######## xdma_chunk_splitter_flat ########
==> xdma_chunk_splitter_flat/port_nets.png <==
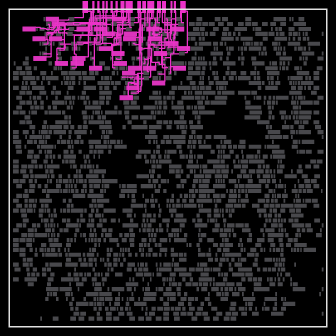

==> src/rtl/xdma_pkg.sv <==
// Descriptor/request field layout and FSM state shared by the chunk splitter slice.
package xdma_pkg;
   localparam int DSC_LEN_LSB  = 0;
   localparam int DSC_LEN_W    = 23;
   localparam int DSC_LAST_BIT = 31;
   localparam int DSC_ADDR_LSB = 32;
   localparam int DSC_ADDR_W   = 64;
   localparam int DSC_TAG_LSB  = 96;
   localparam int DSC_TAG_W    = 8;
   localparam int DSC_W        = 104;

   localparam int REQ_ADDR_LSB = 0;
   localparam int REQ_LEN_LSB  = 64;
   localparam int REQ_W        = 96;

   typedef enum logic {
      IDLE  = 1'b0,
      SPLIT = 1'b1
   } state_t;
endpackage

==> src/rtl/xdma_chunk_splitter_if.sv <==
// AXI-Stream style valid/ready bus; W selects request (96) or descriptor (104) width.
interface xdma_chunk_splitter_if
   import xdma_pkg::*;
#(
   parameter int W = REQ_W
);
   logic [W-1:0] tdata;
   logic         tvalid;
   logic         tready;

   modport master (output tdata, output tvalid, input tready);
   modport slave  (input tdata, input tvalid, output tready);
endinterface

==> src/rtl/xdma_chunk_calc.sv <==
// Combinational chunk length: min(remaining, bytes left to the next aligned boundary), plus last flag.
// Zero latency, no handshake.
module xdma_chunk_calc
   import xdma_pkg::*;
#(
   parameter int CHUNK_LOG2 = 16
)(
   input  logic [CHUNK_LOG2-1:0] addr_off,
   input  logic [31:0]           remaining,
   output logic [DSC_LEN_W-1:0]  len,
   output logic                  last
);
   localparam logic [DSC_LEN_W-1:0] CHUNK_BYTES = DSC_LEN_W'(1) << CHUNK_LOG2;

   logic [DSC_LEN_W-1:0] room;

   always_comb begin
      room = CHUNK_BYTES - DSC_LEN_W'(addr_off);
      len  = room;
      if (remaining < 32'(room)) begin
         len = remaining[DSC_LEN_W-1:0];
      end
      last = (32'(len) == remaining);
   end
endmodule

==> src/rtl/xdma_chunk_splitter.sv <==
// Splits host requests (base, length) into descriptors that never exceed or cross a 2^CHUNK_LOG2 boundary.
// One cycle from request to first descriptor; descriptors held under backpressure, one per cycle otherwise.
module xdma_chunk_splitter
   import xdma_pkg::*;
#(
   parameter int CHUNK_LOG2 = 16
)(
   input  logic                  clk,
   input  logic                  reset,
   xdma_chunk_splitter_if.slave  S_AXIS,
   xdma_chunk_splitter_if.master M_AXIS,
   output logic [31:0]           req_count,
   output logic [31:0]           dsc_count,
   output logic [15:0]           zero_len_count,
   output logic                  busy
);
   state_t               state, state_nxt;
   logic [63:0]          cur_addr;
   logic [31:0]          remaining;
   logic [DSC_TAG_W-1:0] tag;
   logic [DSC_LEN_W-1:0] chunk_len;
   logic                 chunk_last;
   logic [63:0]          req_addr;
   logic [31:0]          req_len;
   logic                 s_hs;
   logic                 m_hs;

   assign req_addr = S_AXIS.tdata[REQ_ADDR_LSB +: 64];
   assign req_len  = S_AXIS.tdata[REQ_LEN_LSB +: 32];

   assign S_AXIS.tready = (state == IDLE) && !reset;
   assign M_AXIS.tvalid = (state == SPLIT);
   assign busy          = (state == SPLIT);
   assign s_hs          = S_AXIS.tvalid && S_AXIS.tready;
   assign m_hs          = M_AXIS.tvalid && M_AXIS.tready;

   xdma_chunk_calc #(.CHUNK_LOG2(CHUNK_LOG2)) u_calc (
      .addr_off  (cur_addr[CHUNK_LOG2-1:0]),
      .remaining (remaining),
      .len       (chunk_len),
      .last      (chunk_last)
   );

   // Descriptor is a pure function of registered state, so it stays put while stalled.
   always_comb begin
      M_AXIS.tdata = '0;
      if (state == SPLIT) begin
         M_AXIS.tdata[DSC_LEN_LSB +: DSC_LEN_W]   = chunk_len;
         M_AXIS.tdata[DSC_LAST_BIT]               = chunk_last;
         M_AXIS.tdata[DSC_ADDR_LSB +: DSC_ADDR_W] = cur_addr;
         M_AXIS.tdata[DSC_TAG_LSB +: DSC_TAG_W]   = tag;
      end
   end

   always_ff @(posedge clk) begin
      if (reset) begin
         state <= IDLE;
      end else begin
         state <= state_nxt;
      end
   end

   always_comb begin
      state_nxt = state;
      case (state)
         IDLE:    if (s_hs && (req_len != 32'd0)) state_nxt = SPLIT;
         SPLIT:   if (m_hs && chunk_last)         state_nxt = IDLE;
         default: state_nxt = IDLE;
      endcase
   end

   always_ff @(posedge clk) begin
      if (reset) begin
         cur_addr       <= '0;
         remaining      <= '0;
         tag            <= '0;
         req_count      <= '0;
         dsc_count      <= '0;
         zero_len_count <= '0;
      end else begin
         if (s_hs && (req_len != 32'd0)) begin
            cur_addr  <= req_addr;
            remaining <= req_len;
            req_count <= req_count + 32'd1;
         end
         if (s_hs && (req_len == 32'd0) && (zero_len_count != 16'hFFFF)) begin
            zero_len_count <= zero_len_count + 16'd1;
         end
         if (m_hs) begin
            cur_addr  <= cur_addr + 64'(chunk_len);
            remaining <= remaining - 32'(chunk_len);
            dsc_count <= dsc_count + 32'd1;
            if (chunk_last) begin
               tag <= tag + 8'd1;
            end
         end
      end
   end
endmodule

==> src/flat_wrapper.sv <==
// flat-port wrapper written by rule: the top's interface ports become plain ports
module xdma_chunk_splitter_flat import xdma_pkg::*;
#(
   parameter int CHUNK_LOG2 = 16
)
  (clk, reset, req_count, dsc_count, zero_len_count, busy, S_AXIS_tdata, S_AXIS_tvalid, S_AXIS_tready, M_AXIS_tdata, M_AXIS_tvalid, M_AXIS_tready);
  xdma_chunk_splitter_if S_AXIS_i ();
  xdma_chunk_splitter_if M_AXIS_i ();
  input  logic clk;
  input  logic reset;
  output logic [31:0] req_count;
  output logic [31:0] dsc_count;
  output logic [15:0] zero_len_count;
  output logic busy;
  input wire logic [$bits(S_AXIS_i.tdata)-1:0] S_AXIS_tdata;
  input wire logic [$bits(S_AXIS_i.tvalid)-1:0] S_AXIS_tvalid;
  output wire logic [$bits(S_AXIS_i.tready)-1:0] S_AXIS_tready;
  output wire logic [$bits(M_AXIS_i.tdata)-1:0] M_AXIS_tdata;
  output wire logic [$bits(M_AXIS_i.tvalid)-1:0] M_AXIS_tvalid;
  input wire logic [$bits(M_AXIS_i.tready)-1:0] M_AXIS_tready;
  assign S_AXIS_i.tdata = S_AXIS_tdata;
  assign S_AXIS_i.tvalid = S_AXIS_tvalid;
  assign S_AXIS_tready = S_AXIS_i.tready;
  assign M_AXIS_tdata = M_AXIS_i.tdata;
  assign M_AXIS_tvalid = M_AXIS_i.tvalid;
  assign M_AXIS_i.tready = M_AXIS_tready;
  xdma_chunk_splitter #(.CHUNK_LOG2(CHUNK_LOG2)) u_core (.clk(clk), .reset(reset), .S_AXIS(S_AXIS_i), .M_AXIS(M_AXIS_i), .req_count(req_count), .dsc_count(dsc_count), .zero_len_count(zero_len_count), .busy(busy));
endmodule
==> config.mk <==
export PLATFORM = sky130hd
export DESIGN_NAME = xdma_chunk_splitter_flat
export DESIGN_NICKNAME = d
export VERILOG_FILES = /design/src/rtl/xdma_pkg.sv /design/src/rtl/xdma_chunk_splitter_if.sv /design/src/rtl/xdma_chunk_calc.sv /design/src/rtl/xdma_chunk_splitter.sv /design/src/flat_wrapper.sv
export SDC_FILE = /design/constraint.sdc
export NUM_CORES = 1
export LEC_CHECK = 0
export ABC_CLOCK_PERIOD_IN_PS = 7400
export CAP_MARGIN = 20
export CORE_UTILIZATION = 41
export DETAILED_ROUTE_END_ITERATION = 8
export PLACE_DENSITY = 0.65
export SETUP_SLACK_MARGIN = 0.05
export SLEW_MARGIN = 40
export SYNTH_ARGS = -nofsm -noshare
export SYNTH_HDL_FRONTEND = slang
export SYNTH_SLANG_ARGS = --single-unit
==> constraint.sdc <==
create_clock -name clk -period 7.4 [get_ports clk]
set_input_delay 1.48 -clock clk [delete_from_list [all_inputs] [get_ports clk]]
set_output_delay 1.48 -clock clk [all_outputs]
set_load 0.02 [all_outputs]
######## multi_timer ########
`config.mk`:
```
export PLATFORM = sky130hd
export DESIGN_NAME = multi_timer
export DESIGN_NICKNAME = d
export VERILOG_FILES = /design/src/rtl/multi_timer.sv
export SDC_FILE = /design/constraint.sdc
export NUM_CORES = 1
export LEC_CHECK = 0
export CAP_MARGIN = 20
export CORE_MARGIN = 4
export CORE_UTILIZATION = 65
export DETAILED_ROUTE_END_ITERATION = 6
export HOLD_SLACK_MARGIN = 0.05
export MAX_ROUTING_LAYER = met4
export PLACE_DENSITY = 0.86
export SYNTH_ARGS = -nofsm -noshare
export SYNTH_HDL_FRONTEND = slang
export SYNTH_SLANG_ARGS = --single-unit
```
`constraint.sdc`:
```
create_clock -name clk -period 5 [get_ports clk]
set_input_delay 1 -clock clk [delete_from_list [all_inputs] [get_ports clk]]
set_output_delay 1 -clock clk [all_outputs]
set_load 0.05 [all_outputs]
```
`src/rtl/multi_timer.sv`:
```
// Bank of independent down-counting timers with one-shot/periodic reload,
// per-channel pause/stop, a one-cycle expiry pulse and a sticky pending flag.
module multi_timer #(
   parameter int unsigned WIDTH    = 16,
   parameter int unsigned CHANNELS = 4,
   localparam int unsigned CW      = (CHANNELS > 1) ? $clog2(CHANNELS) : 1
) (
   input  logic                clk,
   input  logic                reset,
   input  logic                load,
   input  logic [CW-1:0]       load_ch,
   input  logic [WIDTH-1:0]    load_cycles,
   input  logic                load_periodic,
   input  logic [CHANNELS-1:0] stop,
   input  logic [CHANNELS-1:0] pause,
   input  logic [CHANNELS-1:0] ack,
   output logic [CHANNELS-1:0] busy,
   output logic [CHANNELS-1:0] done,
   output logic [CHANNELS-1:0] pending,
   output logic                irq
);

   logic [WIDTH-1:0]    counter_q [CHANNELS];
   logic [WIDTH-1:0]    counter_d [CHANNELS];
   logic [WIDTH-1:0]    reload_q  [CHANNELS];
   logic [WIDTH-1:0]    reload_d  [CHANNELS];
   logic [CHANNELS-1:0] periodic_q;
   logic [CHANNELS-1:0] periodic_d;
   logic [CHANNELS-1:0] done_d;
   logic [CHANNELS-1:0] pending_d;

   // State register
   always_ff @(posedge clk) begin
      if (reset) begin
         for (int i = 0; i < CHANNELS; i++) begin
            counter_q[i] <= '0;
            reload_q[i]  <= '0;
         end
         periodic_q <= '0;
         done       <= '0;
         pending    <= '0;
      end else begin
         for (int i = 0; i < CHANNELS; i++) begin
            counter_q[i] <= counter_d[i];
            reload_q[i]  <= reload_d[i];
         end
         periodic_q <= periodic_d;
         done       <= done_d;
         pending    <= pending_d;
      end
   end

   // Per-channel next state: load > stop > pause > count
   always_comb begin
      for (int i = 0; i < CHANNELS; i++) begin
         counter_d[i]  = counter_q[i];
         reload_d[i]   = reload_q[i];
         periodic_d[i] = periodic_q[i];
         done_d[i]     = 1'b0;
         pending_d[i]  = pending[i] & ~ack[i];

         if (load && (load_ch == CW'(i))) begin
            counter_d[i]  = load_cycles;
            reload_d[i]   = load_cycles;
            periodic_d[i] = load_periodic && (load_cycles != '0);
         end else if (stop[i]) begin
            counter_d[i]  = '0;
            periodic_d[i] = 1'b0;
         end else if (!pause[i]) begin
            if (counter_q[i] > WIDTH'(1)) begin
               counter_d[i] = counter_q[i] - WIDTH'(1);
            end else if (counter_q[i] == WIDTH'(1)) begin
               // Expiry wins over a same-cycle ack so the event is never lost
               counter_d[i] = periodic_q[i] ? reload_q[i] : '0;
               done_d[i]    = 1'b1;
               pending_d[i] = 1'b1;
            end
         end
      end
   end

   // Status derived directly from state
   always_comb begin
      for (int i = 0; i < CHANNELS; i++) begin
         busy[i] = (counter_q[i] != '0);
      end
      irq = |pending;
   end

endmodule

```
==> multi_timer/final_placement.png <==
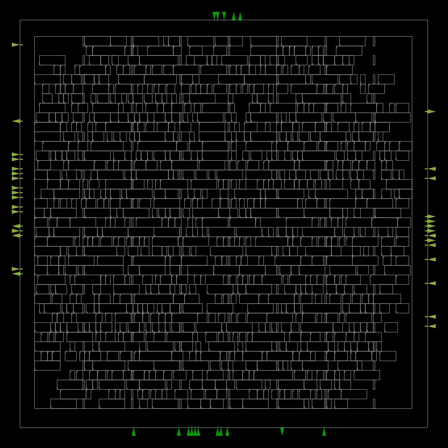
final core occ: 76.3%
register share of the cell area: 32.2%
Tapcell Cnt: 143

==> out/results.ini, multi_timer <==
[outcome]
status=finished, final reports clean

[detailed_routing]
top_layer_used=met4
post_drt_wl_per_cell_um=19.2
routed_wl_um=21900
num_vias=7637
wl_met2_um=10100
viasPerCell=6.71

[global_routing]
met3_usage_pct=6.84
grt_pass1_vias=7201
grt_max_degree=84
grt_usage_pct=33.8
grt_use_met1_pct=42.7

[cells_and_area]
nClkBuffers=19
clk_share_pct=7.78
inverters_excl_clock=18
lay_top_cells=nand2_1, dfxtp_1, nor2_1, a21oi_1, clkdlybuf4s50_1
drive_gt1_share_pct=7.34
fillerInstances=845

[power]
p_clk_share_pct=38.4
internal_power_mw=2.58

[synthesis]
mappedNetlistNets=1017
top_cell=nand2_1
ys_warn_count=0
ys.flops=140

[worst_setup_path]
critPathMaxStageDelay_ns=0.74
path_max_fanout=8
cp-startpoint=counter_q[1][8]$_SDFFE_PP0P_
r2r_setup_slack_ns=2.14
crit_slowest_cell=clkdlybuf4s50_1
cpLargestDelayFamily=simple AND/OR/NAND/NOR gates
endpoint=busy[1]
cp-end-kind=output pin

[floorplanning]
die_area_um2=13500

[sta]
max_freq_ghz=0.262
slew_viol_final=0
finalClockSkew_ns=0.00446
fin_tns_setup_ns=0

[clocking]
post_cts_buffers=0
ctsHoldBuffers=0
cts_tree=done

[min_path]
hp-class=flop to flop
holdPathEnd=reload_q[0][0]$_SDFFE_PP0P_
hold_depth=2

[placed_design]
hpwl_um=13700

[run]
maxCapViolCount=0

==> xdma_chunk_splitter_flat/final_placement.png <==
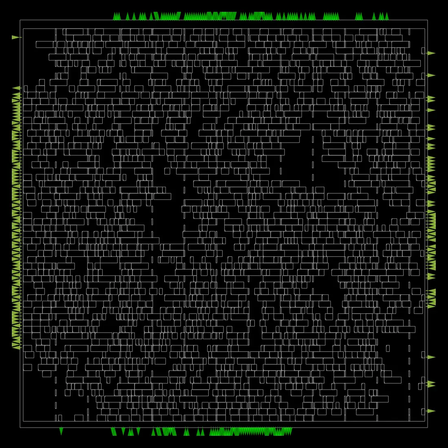
register share of the cell area: 22.2%
Rows: 62
flop count: 177
fin cells: 2226
final core occ: 54.8%

## Picture notes: xdma_chunk_splitter_flat/port_nets.png
Key: magenta = `req_count` [direction output, end cells 32, buffers 32, wire 1420 um]

==> out/results.ini, xdma_chunk_splitter_flat <==
[outcome]
status=finished, final reports clean

[detailed_routing]
antenna_left=0
num_vias=12700

[clocking]
ctsHoldBuffers=0

[sta]
setup_viol=0
finalClockPeriodUsage_pct=96.2

[global_routing]
grtUsageMet2_pct=42.2
grt_overflow=0
grt_use_met1_pct=35.1

[worst_setup_path]
start_kind=flop

[floorplanning]
die_h_um=175

[synthesis]
xor_area_share_pct=6.92
synth_cell_types=86
synth_top_area_share_pct=28.9
ys_chip_area_um2=12300



==> notes/layouts.md <==
Pictures saved along the way, in no particular order.

Cell area per tile.
panel A
18 x 18 tiles, from black (low) to pale yellow (high), 0 to 100% covered.
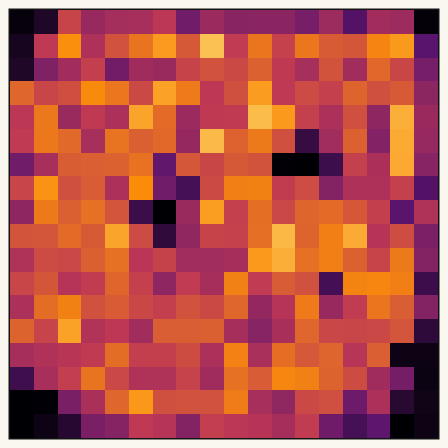
panel B
12 x 12 tiles, from black (low) to pale yellow (high), 0 to 100% covered.
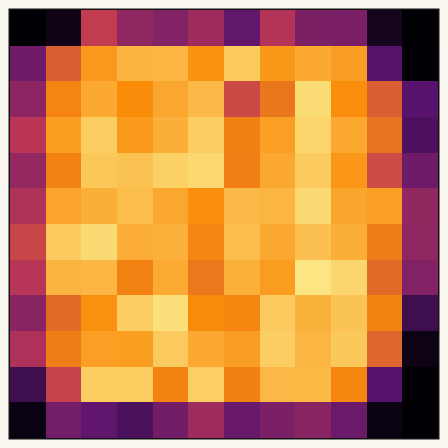
| picture | from |
|---|---|
| panel A | xdma_chunk_splitter_flat |
| panel B | multi_timer |

